# design 1

## src/rtl/tmds_serializer.sv

```systemverilog
// TMDS 10:1 serializer for the DVI PMOD: shifts three data words plus the clock
// pattern out LSB first on the bit clock, requesting words and covering underruns.
module tmds_serializer #(
  parameter logic [9:0]  CLK_PATTERN = 10'b0000011111,
  parameter logic [9:0]  IDLE_TOKEN  = 10'b1101010100,
  parameter int unsigned CNT_W       = 8
) (
  input  logic             clk,
  input  logic             rst,
  input  logic [9:0]       tmds_red,
  input  logic [9:0]       tmds_green,
  input  logic [9:0]       tmds_blue,
  input  logic             word_valid,
  input  logic             underrun_clr,
  output logic             word_req,
  output logic             underrun,
  output logic [CNT_W-1:0] underrun_cnt,
  output logic [7:0]       tmds
);

  localparam int unsigned WORD_W = 10;
  localparam int unsigned BIT_W  = 4;
  localparam logic [BIT_W-1:0] LAST_BIT = 4'd9;
  // Registered request lands in the bit_cnt==8 cycle.
  localparam logic [BIT_W-1:0] REQ_BIT  = 4'd7;
  localparam logic [CNT_W-1:0] CNT_MAX  = '1;

  logic [BIT_W-1:0]  bit_cnt;
  logic              load_c;
  logic [WORD_W-1:0] sr_clk, sr_red, sr_green, sr_blue;
  logic [WORD_W-1:0] nxt_clk_c, nxt_red_c, nxt_green_c, nxt_blue_c;
  logic              clk_n, red_n, green_n, blue_n;
  logic              flag_nxt_c;
  logic [CNT_W-1:0]  cnt_base_c, cnt_nxt_c;

  assign load_c = (bit_cnt == LAST_BIT);

  // Slot position counter and the word request strobe.
  always_ff @(posedge clk or posedge rst) begin
    if (rst) begin
      bit_cnt  <= '0;
      word_req <= 1'b0;
    end else begin
      bit_cnt  <= load_c ? '0 : bit_cnt + BIT_W'(1);
      word_req <= (bit_cnt == REQ_BIT);
    end
  end

  // Shift-register next state: load a fresh slot or shift toward bit 0.
  always_comb begin
    nxt_clk_c   = {1'b0, sr_clk[WORD_W-1:1]};
    nxt_red_c   = {1'b0, sr_red[WORD_W-1:1]};
    nxt_green_c = {1'b0, sr_green[WORD_W-1:1]};
    nxt_blue_c  = {1'b0, sr_blue[WORD_W-1:1]};
    if (load_c) begin
      nxt_clk_c   = CLK_PATTERN;
      nxt_red_c   = word_valid ? tmds_red   : IDLE_TOKEN;
      nxt_green_c = word_valid ? tmds_green : IDLE_TOKEN;
      nxt_blue_c  = word_valid ? tmds_blue  : IDLE_TOKEN;
    end
  end

  // The _n flops take the complement of the next bit 0 so p and n toggle together.
  always_ff @(posedge clk or posedge rst) begin
    if (rst) begin
      sr_clk   <= '0;
      sr_red   <= '0;
      sr_green <= '0;
      sr_blue  <= '0;
      clk_n    <= 1'b1;
      red_n    <= 1'b1;
      green_n  <= 1'b1;
      blue_n   <= 1'b1;
    end else begin
      sr_clk   <= nxt_clk_c;
      sr_red   <= nxt_red_c;
      sr_green <= nxt_green_c;
      sr_blue  <= nxt_blue_c;
      clk_n    <= ~nxt_clk_c[0];
      red_n    <= ~nxt_red_c[0];
      green_n  <= ~nxt_green_c[0];
      blue_n   <= ~nxt_blue_c[0];
    end
  end

  assign tmds = {sr_clk[0], clk_n, sr_red[0], red_n,
                 sr_green[0], green_n, sr_blue[0], blue_n};

  // Underrun tracking: a clear is applied first so a coincident underrun still counts once.
  always_comb begin
    cnt_base_c = underrun_clr ? '0 : underrun_cnt;
    flag_nxt_c = underrun_clr ? 1'b0 : underrun;
    cnt_nxt_c  = cnt_base_c;
    if (load_c && !word_valid) begin
      flag_nxt_c = 1'b1;
      if (cnt_base_c != CNT_MAX) cnt_nxt_c = cnt_base_c + CNT_W'(1);
    end
  end

  always_ff @(posedge clk or posedge rst) begin
    if (rst) begin
      underrun     <= 1'b0;
      underrun_cnt <= '0;
    end else begin
      underrun     <= flag_nxt_c;
      underrun_cnt <= cnt_nxt_c;
    end
  end

endmodule

```

## config.mk

```make
export PLATFORM = sky130hd
export DESIGN_NAME = tmds_serializer
export DESIGN_NICKNAME = d
export VERILOG_FILES = /design/src/rtl/tmds_serializer.sv
export SDC_FILE = /design/constraint.sdc
export NUM_CORES = 1
export LEC_CHECK = 0
export ABC_AREA = 0
export CAP_MARGIN = 25
export CORE_UTILIZATION = 39
export DETAILED_ROUTE_END_ITERATION = 16
export PLACE_DENSITY = 0.78
export SLEW_MARGIN = 20
export SYNTH_ARGS = -nofsm -noshare
export SYNTH_HDL_FRONTEND = slang
export SYNTH_SLANG_ARGS = --single-unit
```

## constraint.sdc

```tcl
create_clock -name clk -period 1.45 [get_ports clk]
set_input_delay 0.145 -clock clk [delete_from_list [all_inputs] [get_ports clk]]
set_output_delay 0.145 -clock clk [all_outputs]
set_load 0.01 [all_outputs]
```

==> flow_summary.toml <==
# yosys + openroad results
[run_status]
outcome = "completed"

[pwr]
swShare = 0.225
finalPower_mw = 2.54

[setup_path]
rr_worst_depth = 5

[route]
wl_met1_mm = 1.76
wl_met3_um = 216

[final_layout]
signal_buffers = 76
comb_cells = 119
n_clock_buffer = 6

[logic_synthesis]
syn_nets = 250
ys_sh_mux = 0.00911
ys_seq_elements = 53

[clock_tree]
cts_setup_buffers = 4
cts_tree = "built"

[timing]
finalCriticalPeriod_ps = 1440
hold_slack_ps = 198
max_freq_ghz = 0.693

[grt]
busiest_layer = "met2"
grt_pass1_wl_mm = 6.64

[place]
placed_cell_area_sq_um = 2780
## state kept, by name (all words and copies together) (netlist names)
signal / flops
bit_cnt: 4
blue_n: 1
clk_n: 1
green_n: 1
red_n: 1
sr_blue: 10
sr_clk: 5
sr_green: 10
sr_red: 10
underrun: 1
underrun_cnt: 8
word_req: 1
## synth_stat cells (all sizes together)
cell / number
nor3: 4
nand4bb: 1
nor3b: 1
a22o: 1
buf: 17
dfstp: 4
or2b: 1
nand2: 32
nand4: 1
inv: 25
nand3: 17
and2b: 1
xnor2: 2
o21ai: 5
nor2: 16
dfrtp: 49
a41o: 2
clkbuf: 2
nand2b: 6
mux2i: 2
a311oi: 1
a21oi: 5
o22ai: 1
nand3b: 1
a211oi: 1
a31oi: 14
and4bb: 1
and2: 3
## cell usage in the layout, fill, tap and decap left out, drive strengths merged, types with 2 or more instances in the layout
master	Yosys	layout
o21ai	5	5
clkdlybuf4s50	0	43
dfrtp	49	49
dfstp	4	4
nand2b	6	6
nor3	4	4
inv	25	26
a21oi	5	5
nand3	17	17
dlymetal6s2s	0	3
and2	3	3
dlygate4sd2	0	5
nand2	32	32
buf	17	25
nor2	16	16
a31oi	14	14
a41o	2	2
mux2i	2	2
xnor2	2	2
clkbuf	2	6
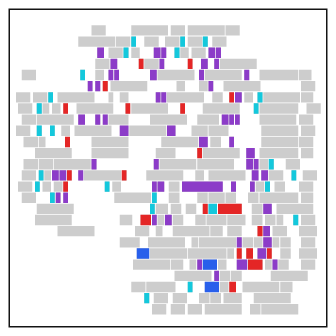
Figure 1: design 1, selected gate families.
| family | colour | cells |
|---|---|---|
| NOR gates | red | 21 |
| inverters | cyan | 25 |
| NAND gates | purple | 58 |
| AND-OR and OR-AND gates | blue | 3 |

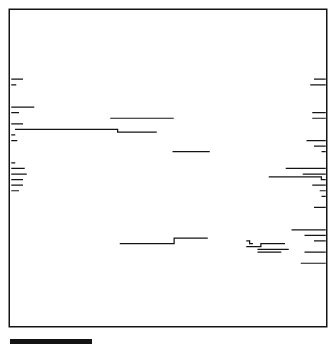
Figure 2: design 1, M3 wires.
Bar = 20 um.
main direction: horizontal
wire length on this layer: 217 um
nets with wire on the layer: 37
share of all routed wire: 5.3%
GR Util met3: 0.0464
Vias: 1639


# design 2

Figure 3. Track usage over the die (design 2).
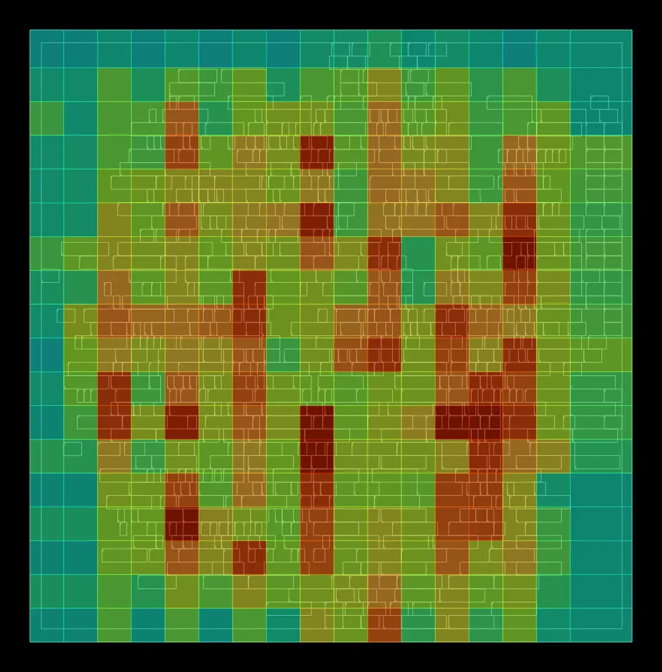
Figure 4. M3 wires (design 2).
Bar = 20 um.
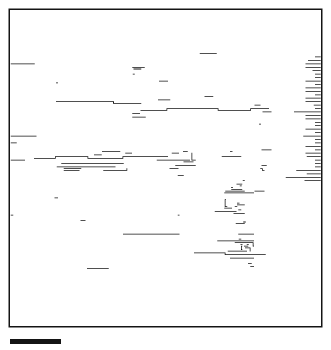
Figure 5. Selected gate families (design 2).
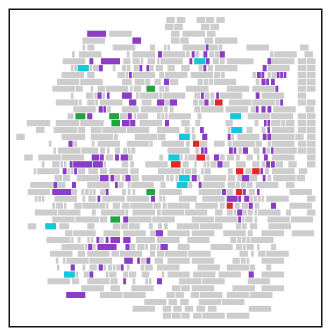
`config.mk`:
```
export PLATFORM = sky130hd
export DESIGN_NAME = prog_loader
export DESIGN_NICKNAME = d
export VERILOG_FILES = /design/src/rtl/prog_loader_pkg.sv /design/src/rtl/prog_loader_btn_debounce.sv /design/src/rtl/prog_loader.sv
export SDC_FILE = /design/constraint.sdc
export NUM_CORES = 1
export LEC_CHECK = 0
export CAP_MARGIN = 15
export CORE_AREA = 2 2 121 123
export DETAILED_ROUTE_END_ITERATION = 12
export DIE_AREA = 0 0 123 125
export PLACE_DENSITY = 0.79
export SETUP_SLACK_MARGIN = 0.02
export SLEW_MARGIN = 5
export SYNTH_ARGS = -nofsm -noshare
export SYNTH_HDL_FRONTEND = slang
export SYNTH_HIERARCHICAL = 1
export SYNTH_SLANG_ARGS = --single-unit
```
`constraint.sdc`:
```
create_clock -name clock -period 2.82 [get_ports clock]
set_input_delay 0.282 -clock clock [delete_from_list [all_inputs] [get_ports clock]]
set_output_delay 0.282 -clock clock [all_outputs]
set_load 0.03 [all_outputs]
```
`src/rtl/prog_loader_pkg.sv`:
```
// Shared types and helpers for the keypad program loader: FSM states,
// digit-count sizing and keypad one-hot decoding.
package prog_loader_pkg;

    typedef enum logic [1:0] {
        ST_ENTRY = 2'd0,
        ST_WRITE = 2'd1,
        ST_FULL  = 2'd2,
        ST_RUN   = 2'd3
    } state_t;

    function automatic int ndig_of(input int word_w);
        return word_w / 4;
    endfunction

    function automatic int dcnt_w(input int word_w);
        return $clog2(word_w / 4 + 1);
    endfunction

    function automatic logic is_onehot(input logic [15:0] k);
        return (k != 16'h0) && ((k & (k - 16'h1)) == 16'h0);
    endfunction

    // Key i carries hex digit i-1, so key 0 wraps around to 0xF.
    function automatic logic [3:0] key_to_nibble(input logic [15:0] k);
        logic [3:0] idx;
        idx = 4'h0;
        for (int i = 0; i < 16; i++) begin
            if (k[i]) idx = 4'(i);
        end
        return idx - 4'h1;
    endfunction

endpackage

```
`src/rtl/prog_loader_btn_debounce.sv`:
```
// Raw active-low button -> synchronised, debounced, one-cycle press pulse.
// Level must differ from the accepted level for DEB_CYCLES consecutive cycles.
module btn_debounce #(
    parameter int DEB_CYCLES = 500000
) (
    input  logic clock,
    input  logic rst,
    input  logic btn_n,
    output logic press
);
    localparam int CW = $clog2(DEB_CYCLES + 1);

    logic          s1;
    logic          s2;
    logic          level;
    logic [CW-1:0] cnt;

    always_ff @(posedge clock or posedge rst) begin
        if (rst) begin
            s1    <= 1'b1;
            s2    <= 1'b1;
            level <= 1'b1;
            cnt   <= '0;
            press <= 1'b0;
        end else begin
            s1    <= btn_n;
            s2    <= s1;
            press <= 1'b0;
            if (s2 == level) begin
                cnt <= '0;
            end else if (cnt == CW'(DEB_CYCLES - 1)) begin
                cnt   <= '0;
                level <= s2;
                press <= ~s2;
            end else begin
                cnt <= cnt + CW'(1);
            end
        end
    end

endmodule

```
`src/rtl/prog_loader.sv`:
```
// Keypad program entry: assembles hex digits into words, writes them to
// sequential RAM addresses, then hands the RAM to the CPU on run.
module prog_loader
    import prog_loader_pkg::*;
#(
    parameter int WORD_W     = 16,
    parameter int ADDR_W     = 8,
    parameter int DEB_CYCLES = 500000
) (
    input  logic                        clock,
    input  logic                        rst,
    input  logic [15:0]                 keys,
    input  logic                        btn_store_n,
    input  logic                        btn_clear_n,
    input  logic                        btn_run_n,
    output logic                        ram_we,
    output logic [ADDR_W-1:0]           ram_addr,
    output logic [WORD_W-1:0]           ram_din,
    output logic [WORD_W-1:0]           disp_value,
    output logic [ADDR_W-1:0]           disp_addr,
    output logic [dcnt_w(WORD_W)-1:0]   digit_cnt,
    output logic                        full,
    output logic                        cpu_en
);
    localparam int NDIG = ndig_of(WORD_W);
    localparam int DCW  = dcnt_w(WORD_W);

    logic [15:0] key_s1, key_s2, key_prev;
    logic        nib_evt;
    logic [3:0]  nib;
    logic        store_evt, clear_evt, run_evt;

    state_t              state, state_n;
    logic [WORD_W-1:0]   entry_buf, entry_n;
    logic [ADDR_W-1:0]   addr_ptr, addr_n;
    logic [DCW-1:0]      cnt_n;
    logic                full_n;

    btn_debounce #(.DEB_CYCLES(DEB_CYCLES)) u_deb_store (
        .clock(clock), .rst(rst), .btn_n(btn_store_n), .press(store_evt));
    btn_debounce #(.DEB_CYCLES(DEB_CYCLES)) u_deb_clear (
        .clock(clock), .rst(rst), .btn_n(btn_clear_n), .press(clear_evt));
    btn_debounce #(.DEB_CYCLES(DEB_CYCLES)) u_deb_run (
        .clock(clock), .rst(rst), .btn_n(btn_run_n), .press(run_evt));

    always_ff @(posedge clock or posedge rst) begin
        if (rst) begin
            key_s1   <= '0;
            key_s2   <= '0;
            key_prev <= '0;
        end else begin
            key_s1   <= keys;
            key_s2   <= key_s1;
            key_prev <= key_s2;
        end
    end

    // Only an idle->single-key transition counts; chords and their partial
    // releases never pass through all-zero, so they stay locked out.
    assign nib_evt = (key_prev == 16'h0) && is_onehot(key_s2);
    assign nib     = key_to_nibble(key_s2);

    always_comb begin
        state_n = state;
        entry_n = entry_buf;
        addr_n  = addr_ptr;
        cnt_n   = digit_cnt;
        full_n  = full;
        unique case (state)
            ST_ENTRY: begin
                if (run_evt) begin
                    state_n = ST_RUN;
                end else if (store_evt) begin
                    if (digit_cnt != '0) state_n = ST_WRITE;
                end else if (clear_evt) begin
                    if (digit_cnt != '0) begin
                        entry_n = '0;
                        cnt_n   = '0;
                    end else begin
                        addr_n = '0;
                    end
                end else if (nib_evt) begin
                    entry_n = {entry_buf[WORD_W-5:0], nib};
                    cnt_n   = (digit_cnt == DCW'(NDIG)) ? digit_cnt : digit_cnt + DCW'(1);
                end
            end
            ST_WRITE: begin
                entry_n = '0;
                cnt_n   = '0;
                if (addr_ptr == '1) begin
                    full_n  = 1'b1;
                    state_n = ST_FULL;
                end else begin
                    addr_n  = addr_ptr + ADDR_W'(1);
                    state_n = ST_ENTRY;
                end
            end
            ST_FULL: begin
                if (run_evt) begin
                    state_n = ST_RUN;
                end else if (store_evt) begin
                    state_n = ST_FULL;
                end else if (clear_evt) begin
                    addr_n  = '0;
                    full_n  = 1'b0;
                    entry_n = '0;
                    cnt_n   = '0;
                    state_n = ST_ENTRY;
                end
            end
            ST_RUN: begin
                state_n = ST_RUN;
            end
            default: begin
                state_n = ST_ENTRY;
            end
        endcase
    end

    // ram_we and cpu_en are flops decoded from the next state so they are
    // glitch-free and line up exactly with the state they belong to.
    always_ff @(posedge clock or posedge rst) begin
        if (rst) begin
            state     <= ST_ENTRY;
            entry_buf <= '0;
            addr_ptr  <= '0;
            digit_cnt <= '0;
            full      <= 1'b0;
            ram_we    <= 1'b0;
            cpu_en    <= 1'b0;
        end else begin
            state     <= state_n;
            entry_buf <= entry_n;
            addr_ptr  <= addr_n;
            digit_cnt <= cnt_n;
            full      <= full_n;
            ram_we    <= (state_n == ST_WRITE);
            cpu_en    <= (state_n == ST_RUN);
        end
    end

    assign ram_addr   = addr_ptr;
    assign ram_din    = entry_buf;
    assign disp_value = entry_buf;
    assign disp_addr  = addr_ptr;

endmodule
```
==> flow_summary.toml <==
# yosys + openroad results
[grt]
gr-total-overflow = 0
busiest_layer = "met2"

[final_layout]
layout_top_cell = "dfrtp_1"
flop_area_sq_um = 3740

[logic_synthesis]
ys_cells = 634
ys_seq_share = 0.546
synthTopCellsByCount = "dfrtp_1 (140), nor2_1 (73), nand2_1 (45)"
syn_area_per_cell_sq_um = 10.8

[flow_run]
maxCapViolations = 0

[run_status]
outcome = "completed"

[setup_path]
worstPathCellList = "inv_1, ha_1, nor2_1, a221o_1, nor4_2, nand4_2, nor2_4, buf_4, nand3_1, o21ai_0"

[floorplan]
chipWidth_um = 123
rows = 44

[timing]
period_used_share = 0.928
setup-violations-final = 0

[route]
met2_wirelength_mm = 7.24
drtPass1Iterations = 5
wl_met1_mm = 5.72

[clock_tree]
clock_latency_ps = 420
cts_buffers = 17
## Picture notes: Figure 3
fin util: 0.581
global routing usage on met2: 0.323
GR Util met3: 0.0447

## Picture notes: Figure 4
nets with wire on the layer: 91
longest straight run: 24.4 um
main direction: horizontal
share of all routed wire: 4.9%
wire length on this layer: 684 um
DRT Wirelength: 13.9 mm
Vias: 5071

## Picture notes: Figure 5
| family | colour | cells |
|---|---|---|
| NAND gates | purple | 125 |
| adder and majority cells | cyan | 10 |
| multiplexers | green | 6 |
| AND-OR and OR-AND gates | red | 8 |

-- area by class of cell --
cell class	count	share of cell area
inverter	28	0.0129
clock inverter	14	0.0185
sequential	149	0.453
multi-input combinational	423	0.336
clock buffer	18	0.0532
timing repair buffer	82	0.0986
tap	184	0.0279
-- registers in the layout, summed over array words and instances, names as in the netlist, 2 cells and up --
signal           flops
u_deb_clear/cnt     19
key_prev            16
digit_cnt            3
key_s2              16
u_deb_run/cnt       19
disp_value          16
state                2
disp_addr            8
key_s1              16
u_deb_store/cnt     19
-- logic make-up after synthesis --
| kind of cell | synth area share |
|---|---|
| AND-OR/OR-AND | 0.0862 |
| XOR/XNOR | 0.0575 |
| adder cells (fa/ha/maj) | 0.0183 |
| buffers and inverters | 0.0500 |
| flip-flops | 0.546 |
| multiplexers | 0.00931 |
| AND/OR/NAND/NOR | 0.233 |
-- metrics by stage --
step	hold slack [ps]	util	instances
after CTS	254	0.579	895
final	268	0.581	898
after global placement	335	0.538	863
after detailed placement	335	0.538	863
after global routing	265	0.581	898
after floorplan	282	-	634
-- where the power goes --
group | internal, mW | total [mW] | switching (mW)
sequential | 2.19 | 2.24 | 0.0454
clock | 1.28 | 2.23 | 0.952
combinational | 0.0580 | 0.147 | 0.0886

# design 3

`src/rtl/solver_pkg.sv`:
```
// Shared constants and enums for the solver job scheduler and its arbiter.
// Widths track the Solver's plaintext/ciphertext buses.
package solver_pkg;

    localparam int RAW_W = 60;
    localparam int ENC_W = 78;
    localparam int PAD_W = ENC_W - RAW_W;

    typedef enum logic [1:0] {
        IDLE = 2'd0,
        WAIT = 2'd1,
        DONE = 2'd2
    } state_e;

    typedef enum logic {
        OP_ENC = 1'b0,
        OP_DEC = 1'b1
    } op_e;

endpackage

```
`src/rtl/solver_rr_arb.sv`:
```
// Two-way round-robin grant: the pointed-to channel wins if valid, else the other one.
// Bit 0 is the encrypt channel, bit 1 the decrypt channel.
module solver_rr_arb
    import solver_pkg::*;
(
    input  logic [1:0] valid_i,
    input  op_e        rr_ptr_i,
    output logic [1:0] grant_onehot_o
);

    always_comb begin
        grant_onehot_o = 2'b00;
        unique case (rr_ptr_i)
            OP_ENC: begin
                if (valid_i[0])      grant_onehot_o = 2'b01;
                else if (valid_i[1]) grant_onehot_o = 2'b10;
            end
            OP_DEC: begin
                if (valid_i[1])      grant_onehot_o = 2'b10;
                else if (valid_i[0]) grant_onehot_o = 2'b01;
            end
            default: grant_onehot_o = 2'b00;
        endcase
    end

endmodule

```
`src/rtl/solver_job_scheduler.sv`:
```
// Time-shares one Solver between encrypt and decrypt requesters: arbitrate, hold the
// operand for LATENCY cycles, capture the Solver output and hand back a tagged result.
module solver_job_scheduler
    import solver_pkg::*;
#(
    parameter int LATENCY = 2,
    parameter int CNT_W   = 16
) (
    input  logic             Clk,
    input  logic             Rst_n,
    input  logic             enc_valid,
    output logic             enc_ready,
    input  logic [RAW_W-1:0] enc_data,
    input  logic             dec_valid,
    output logic             dec_ready,
    input  logic [ENC_W-1:0] dec_data,
    output logic [RAW_W-1:0] sol_raw,
    output logic [ENC_W-1:0] sol_enc,
    input  logic [ENC_W-1:0] sol_enc_out,
    input  logic [RAW_W-1:0] sol_raw_out,
    output logic             res_valid,
    input  logic             res_ready,
    output logic             res_is_dec,
    output logic [ENC_W-1:0] res_data,
    output logic             busy,
    output logic [CNT_W-1:0] jobs_done
);

    localparam logic [7:0] HOLD_INIT = 8'(LATENCY - 1);

    state_e           state_q, state_d;
    op_e              rr_ptr_q, rr_ptr_d;
    op_e              op_q, op_d;
    logic [7:0]       cnt_q, cnt_d;
    logic [RAW_W-1:0] sol_raw_q, sol_raw_d;
    logic [ENC_W-1:0] sol_enc_q, sol_enc_d;
    logic [ENC_W-1:0] res_data_q, res_data_d;
    logic             res_is_dec_q, res_is_dec_d;
    logic [CNT_W-1:0] jobs_done_q, jobs_done_d;
    logic [1:0]       grant;

    solver_rr_arb u_arb (
        .valid_i        ({dec_valid, enc_valid}),
        .rr_ptr_i       (rr_ptr_q),
        .grant_onehot_o (grant)
    );

    always_comb begin
        // NOTE: every signal written here gets a default first so no path leaves it unassigned (no latches).
        state_d      = state_q;
        rr_ptr_d     = rr_ptr_q;
        op_d         = op_q;
        cnt_d        = cnt_q;
        sol_raw_d    = sol_raw_q;
        sol_enc_d    = sol_enc_q;
        res_data_d   = res_data_q;
        res_is_dec_d = res_is_dec_q;
        jobs_done_d  = jobs_done_q;
        enc_ready    = 1'b0;
        dec_ready    = 1'b0;
        res_valid    = 1'b0;

        unique case (state_q)
            IDLE: begin
                enc_ready = grant[0];
                dec_ready = grant[1];
                if (enc_ready && enc_valid) begin
                    sol_raw_d = enc_data;
                    sol_enc_d = '0;
                    op_d      = OP_ENC;
                    cnt_d     = HOLD_INIT;
                    state_d   = WAIT;
                end else if (dec_ready && dec_valid) begin
                    sol_raw_d = '0;
                    sol_enc_d = dec_data;
                    op_d      = OP_DEC;
                    cnt_d     = HOLD_INIT;
                    state_d   = WAIT;
                end
            end
            WAIT: begin
                if (cnt_q != 8'd0) begin
                    cnt_d = cnt_q - 8'd1;
                end else begin
                    res_data_d   = (op_q == OP_ENC) ? sol_enc_out : {{PAD_W{1'b0}}, sol_raw_out};
                    res_is_dec_d = (op_q == OP_DEC);
                    state_d      = DONE;
                end
            end
            DONE: begin
                res_valid = 1'b1;
                if (res_ready) begin
                    state_d     = IDLE;
                    jobs_done_d = jobs_done_q + CNT_W'(1);
                    rr_ptr_d    = (op_q == OP_ENC) ? OP_DEC : OP_ENC;
                    sol_raw_d   = '0;
                    sol_enc_d   = '0;
                end
            end
            default: state_d = IDLE;
        endcase
    end

    // NOTE: state registers use non-blocking assignments so all flops update together at the edge.
    always_ff @(posedge Clk or negedge Rst_n) begin
        if (!Rst_n) begin
            state_q      <= IDLE;
            rr_ptr_q     <= OP_ENC;
            op_q         <= OP_ENC;
            cnt_q        <= '0;
            sol_raw_q    <= '0;
            sol_enc_q    <= '0;
            res_data_q   <= '0;
            res_is_dec_q <= 1'b0;
            jobs_done_q  <= '0;
        end else begin
            state_q      <= state_d;
            rr_ptr_q     <= rr_ptr_d;
            op_q         <= op_d;
            cnt_q        <= cnt_d;
            sol_raw_q    <= sol_raw_d;
            sol_enc_q    <= sol_enc_d;
            res_data_q   <= res_data_d;
            res_is_dec_q <= res_is_dec_d;
            jobs_done_q  <= jobs_done_d;
        end
    end

    assign sol_raw    = sol_raw_q;
    assign sol_enc    = sol_enc_q;
    assign res_data   = res_data_q;
    assign res_is_dec = res_is_dec_q;
    assign busy       = (state_q != IDLE);
    assign jobs_done  = jobs_done_q;

endmodule

```
`config.mk`:
```
export PLATFORM = sky130hd
export DESIGN_NAME = solver_job_scheduler
export DESIGN_NICKNAME = d
export VERILOG_FILES = /design/src/rtl/solver_pkg.sv /design/src/rtl/solver_rr_arb.sv /design/src/rtl/solver_job_scheduler.sv
export SDC_FILE = /design/constraint.sdc
export NUM_CORES = 1
export LEC_CHECK = 0
export CORE_AREA = 2 2 202 204
export CTS_CLUSTER_SIZE = 14
export DETAILED_ROUTE_END_ITERATION = 8
export DIE_AREA = 0 0 204 206
export PLACE_DENSITY = 0.57
export SYNTH_ARGS = -nofsm -noshare
export SYNTH_HDL_FRONTEND = slang
export SYNTH_SLANG_ARGS = --single-unit
```
`constraint.sdc`:
```
create_clock -name Clk -period 2.4 [get_ports Clk]
set_clock_uncertainty 0.05 [all_clocks]
set_input_delay 0.24 -clock Clk [delete_from_list [all_inputs] [get_ports Clk]]
set_output_delay 0.24 -clock Clk [all_outputs]
set_load 0.05 [all_outputs]
```
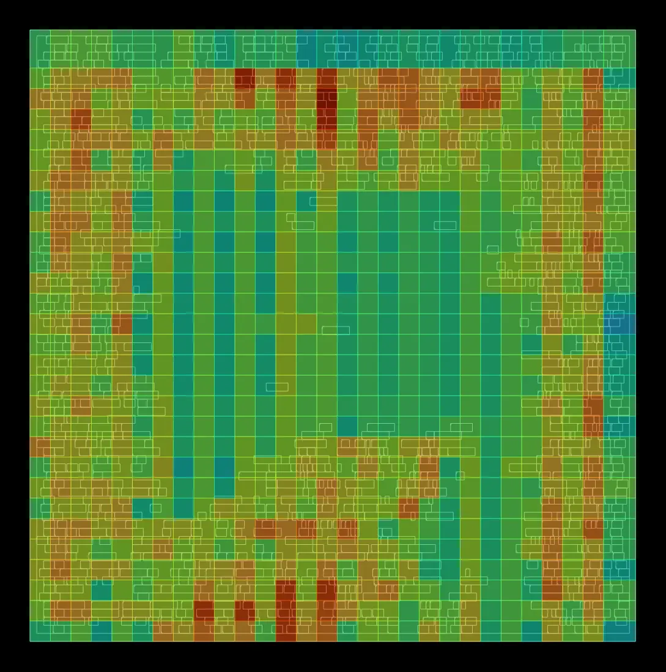
Figure 6: design 3, track usage over the die.
routed len/inst: 17.8 um
gr busiest metal: met2
met1 Track Usage GR: 0.174
Global Route Usage Sum: 0.148

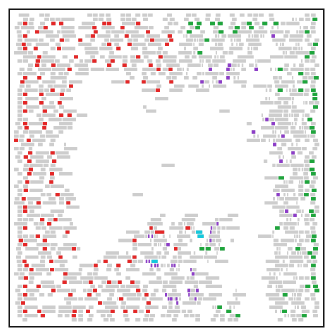
Figure 7: design 3, selected gate families.
| family | colour | cells |
|---|---|---|
| AND-OR and OR-AND gates | red | 142 |
| adder and majority cells | cyan | 3 |
| multiplexers | green | 64 |
| NAND gates | purple | 43 |
Comb/total area: 0.195
Top cell excl fill/tap: clkdlybuf4s50_1
Non-Filler Instances: 1848

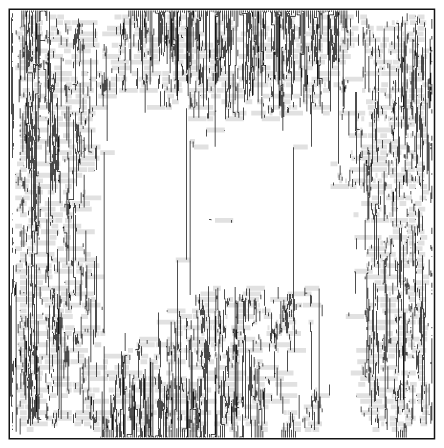
Figure 8: design 3, metal 2.
Cells faint in the background.
share of all routed wire: 48%
longest straight run: 87.0 um
nets with wire on the layer: 1369
wire length on this layer: 15900 um
main direction: vertical

==> flow_summary.toml <==
# yosys + openroad results
[grt]
grt_pass1_vias = 8409
gr-total-overflow = 0
grt_pass1_wl_mm = 48.7
met3_usage = 0.0547

[route]
vias = 8208
ant_nets = 0

[pwr]
swShare = 0.452
seq_power_share = 0.281
p_int_mw = 13.5
finalPower_mw = 24.7

[floorplan]
fp_util = 0.244
die-area_sq_um = 42000

[timing]
tightest_slew_ps = 686
finalCriticalPeriod_ps = 2170

[logic_synthesis]
synthCells = 783
top_area_cell = "dfrtp_1"
ys_sh_mux = 0.0655
top_cell = "dfrtp_1"

[setup_path]
cp_data_required_time_ps = 2110

[place]
io_buffers = 517
dp.cells = 1794

[clock_tree]
path_clk_slew_ps = 60
hold_buffers = 1

[run_status]
outcome = "completed"
layout make-up:
class,count,share of cell area
clock buffers,38,0.0489
clock inverters,9,0.0103
inverters,25,0.00562
multi-input cells,452,0.195
flip-flops and latches,245,0.368
well taps,532,0.0399
repair buffers,547,0.333
placed cells by master (no fill, tap or decap), drive strengths merged, types with 5 or more instances in the layout:
cell	instances
o21ai	21
nand3b	19
inv	25
xnor2	14
a21oi	61
dfrtp	245
clkdlybuf4s50	512
nand2	12
nor2	76
clkbuf	38
buf	33
bufinv	5
nand3	8
a22o	138
mux2i	63
cells by family after synthesis:
logic type / Yosys count
DFF: 245
AOI/OAI and AO/OA: 230
buffers and inverters: 86
xor gates and xnor gates: 15
adders and majority gates: 3
muxes: 64
and+or+nand+nor: 140
state kept, by name, summed over array words and instances (netlist names):
register / flops
sol_enc: 78
sol_raw: 60
op_q: 1
cnt_q: 8
res_is_dec: 1
res_data: 78
rr_ptr_q: 1
jobs_done: 16
state_q: 2
worst max-delay path, stage by stage (launching register included):
cell and delay (ps):
dfrtp_2 490, nor2_4 150, and3_2 220, buf_12 260, buf_12 180


==> notes/layouts.md <==
Pictures saved along the way, in no particular order.

Register map, names as in the netlist.
Other sequential cells in the stronger grey, the rest of the logic in the fainter grey.
picture 1
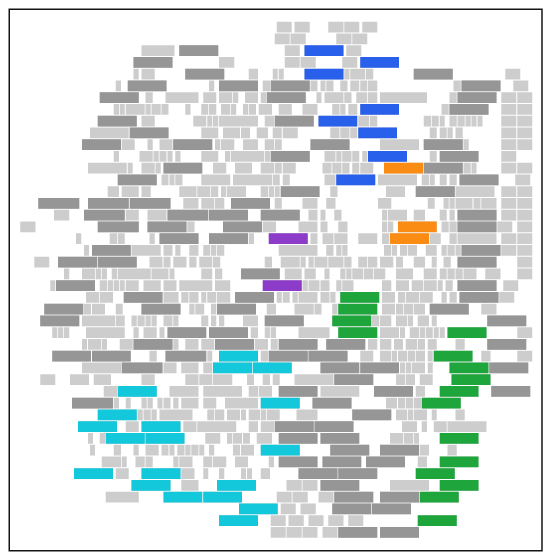
picture 2
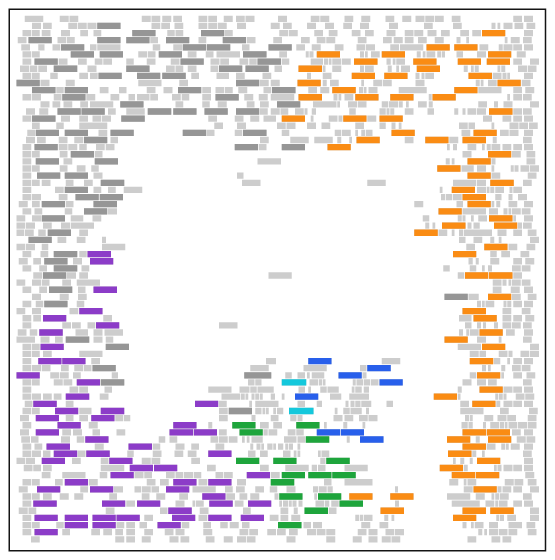
picture 3
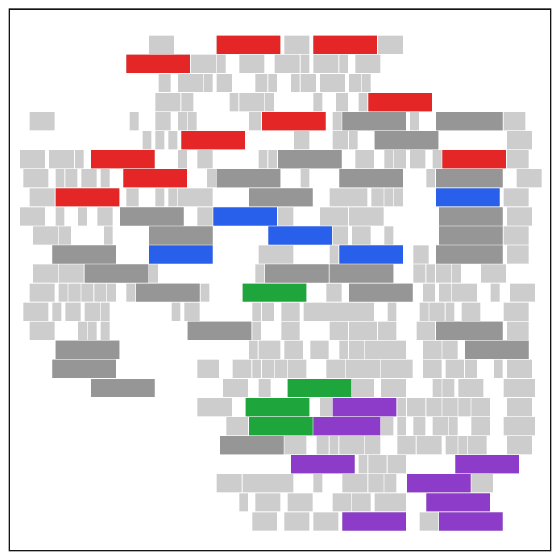
- fewest cells: picture 3
picture 2 -> design 3
picture 1 -> design 2
picture 3 -> design 1

Key to picture 1:
| signal | colour | sequential cells |
|---|---|---|
| state | purple | 2 |
| disp_addr | blue | 8 |
| u_deb_clear/cnt | cyan | 19 |
| key_prev | green | 16 |
| digit_cnt | orange | 3 |
not coloured: 101

Power figures rest on the tool's default switching activity, not on a simulated workload.
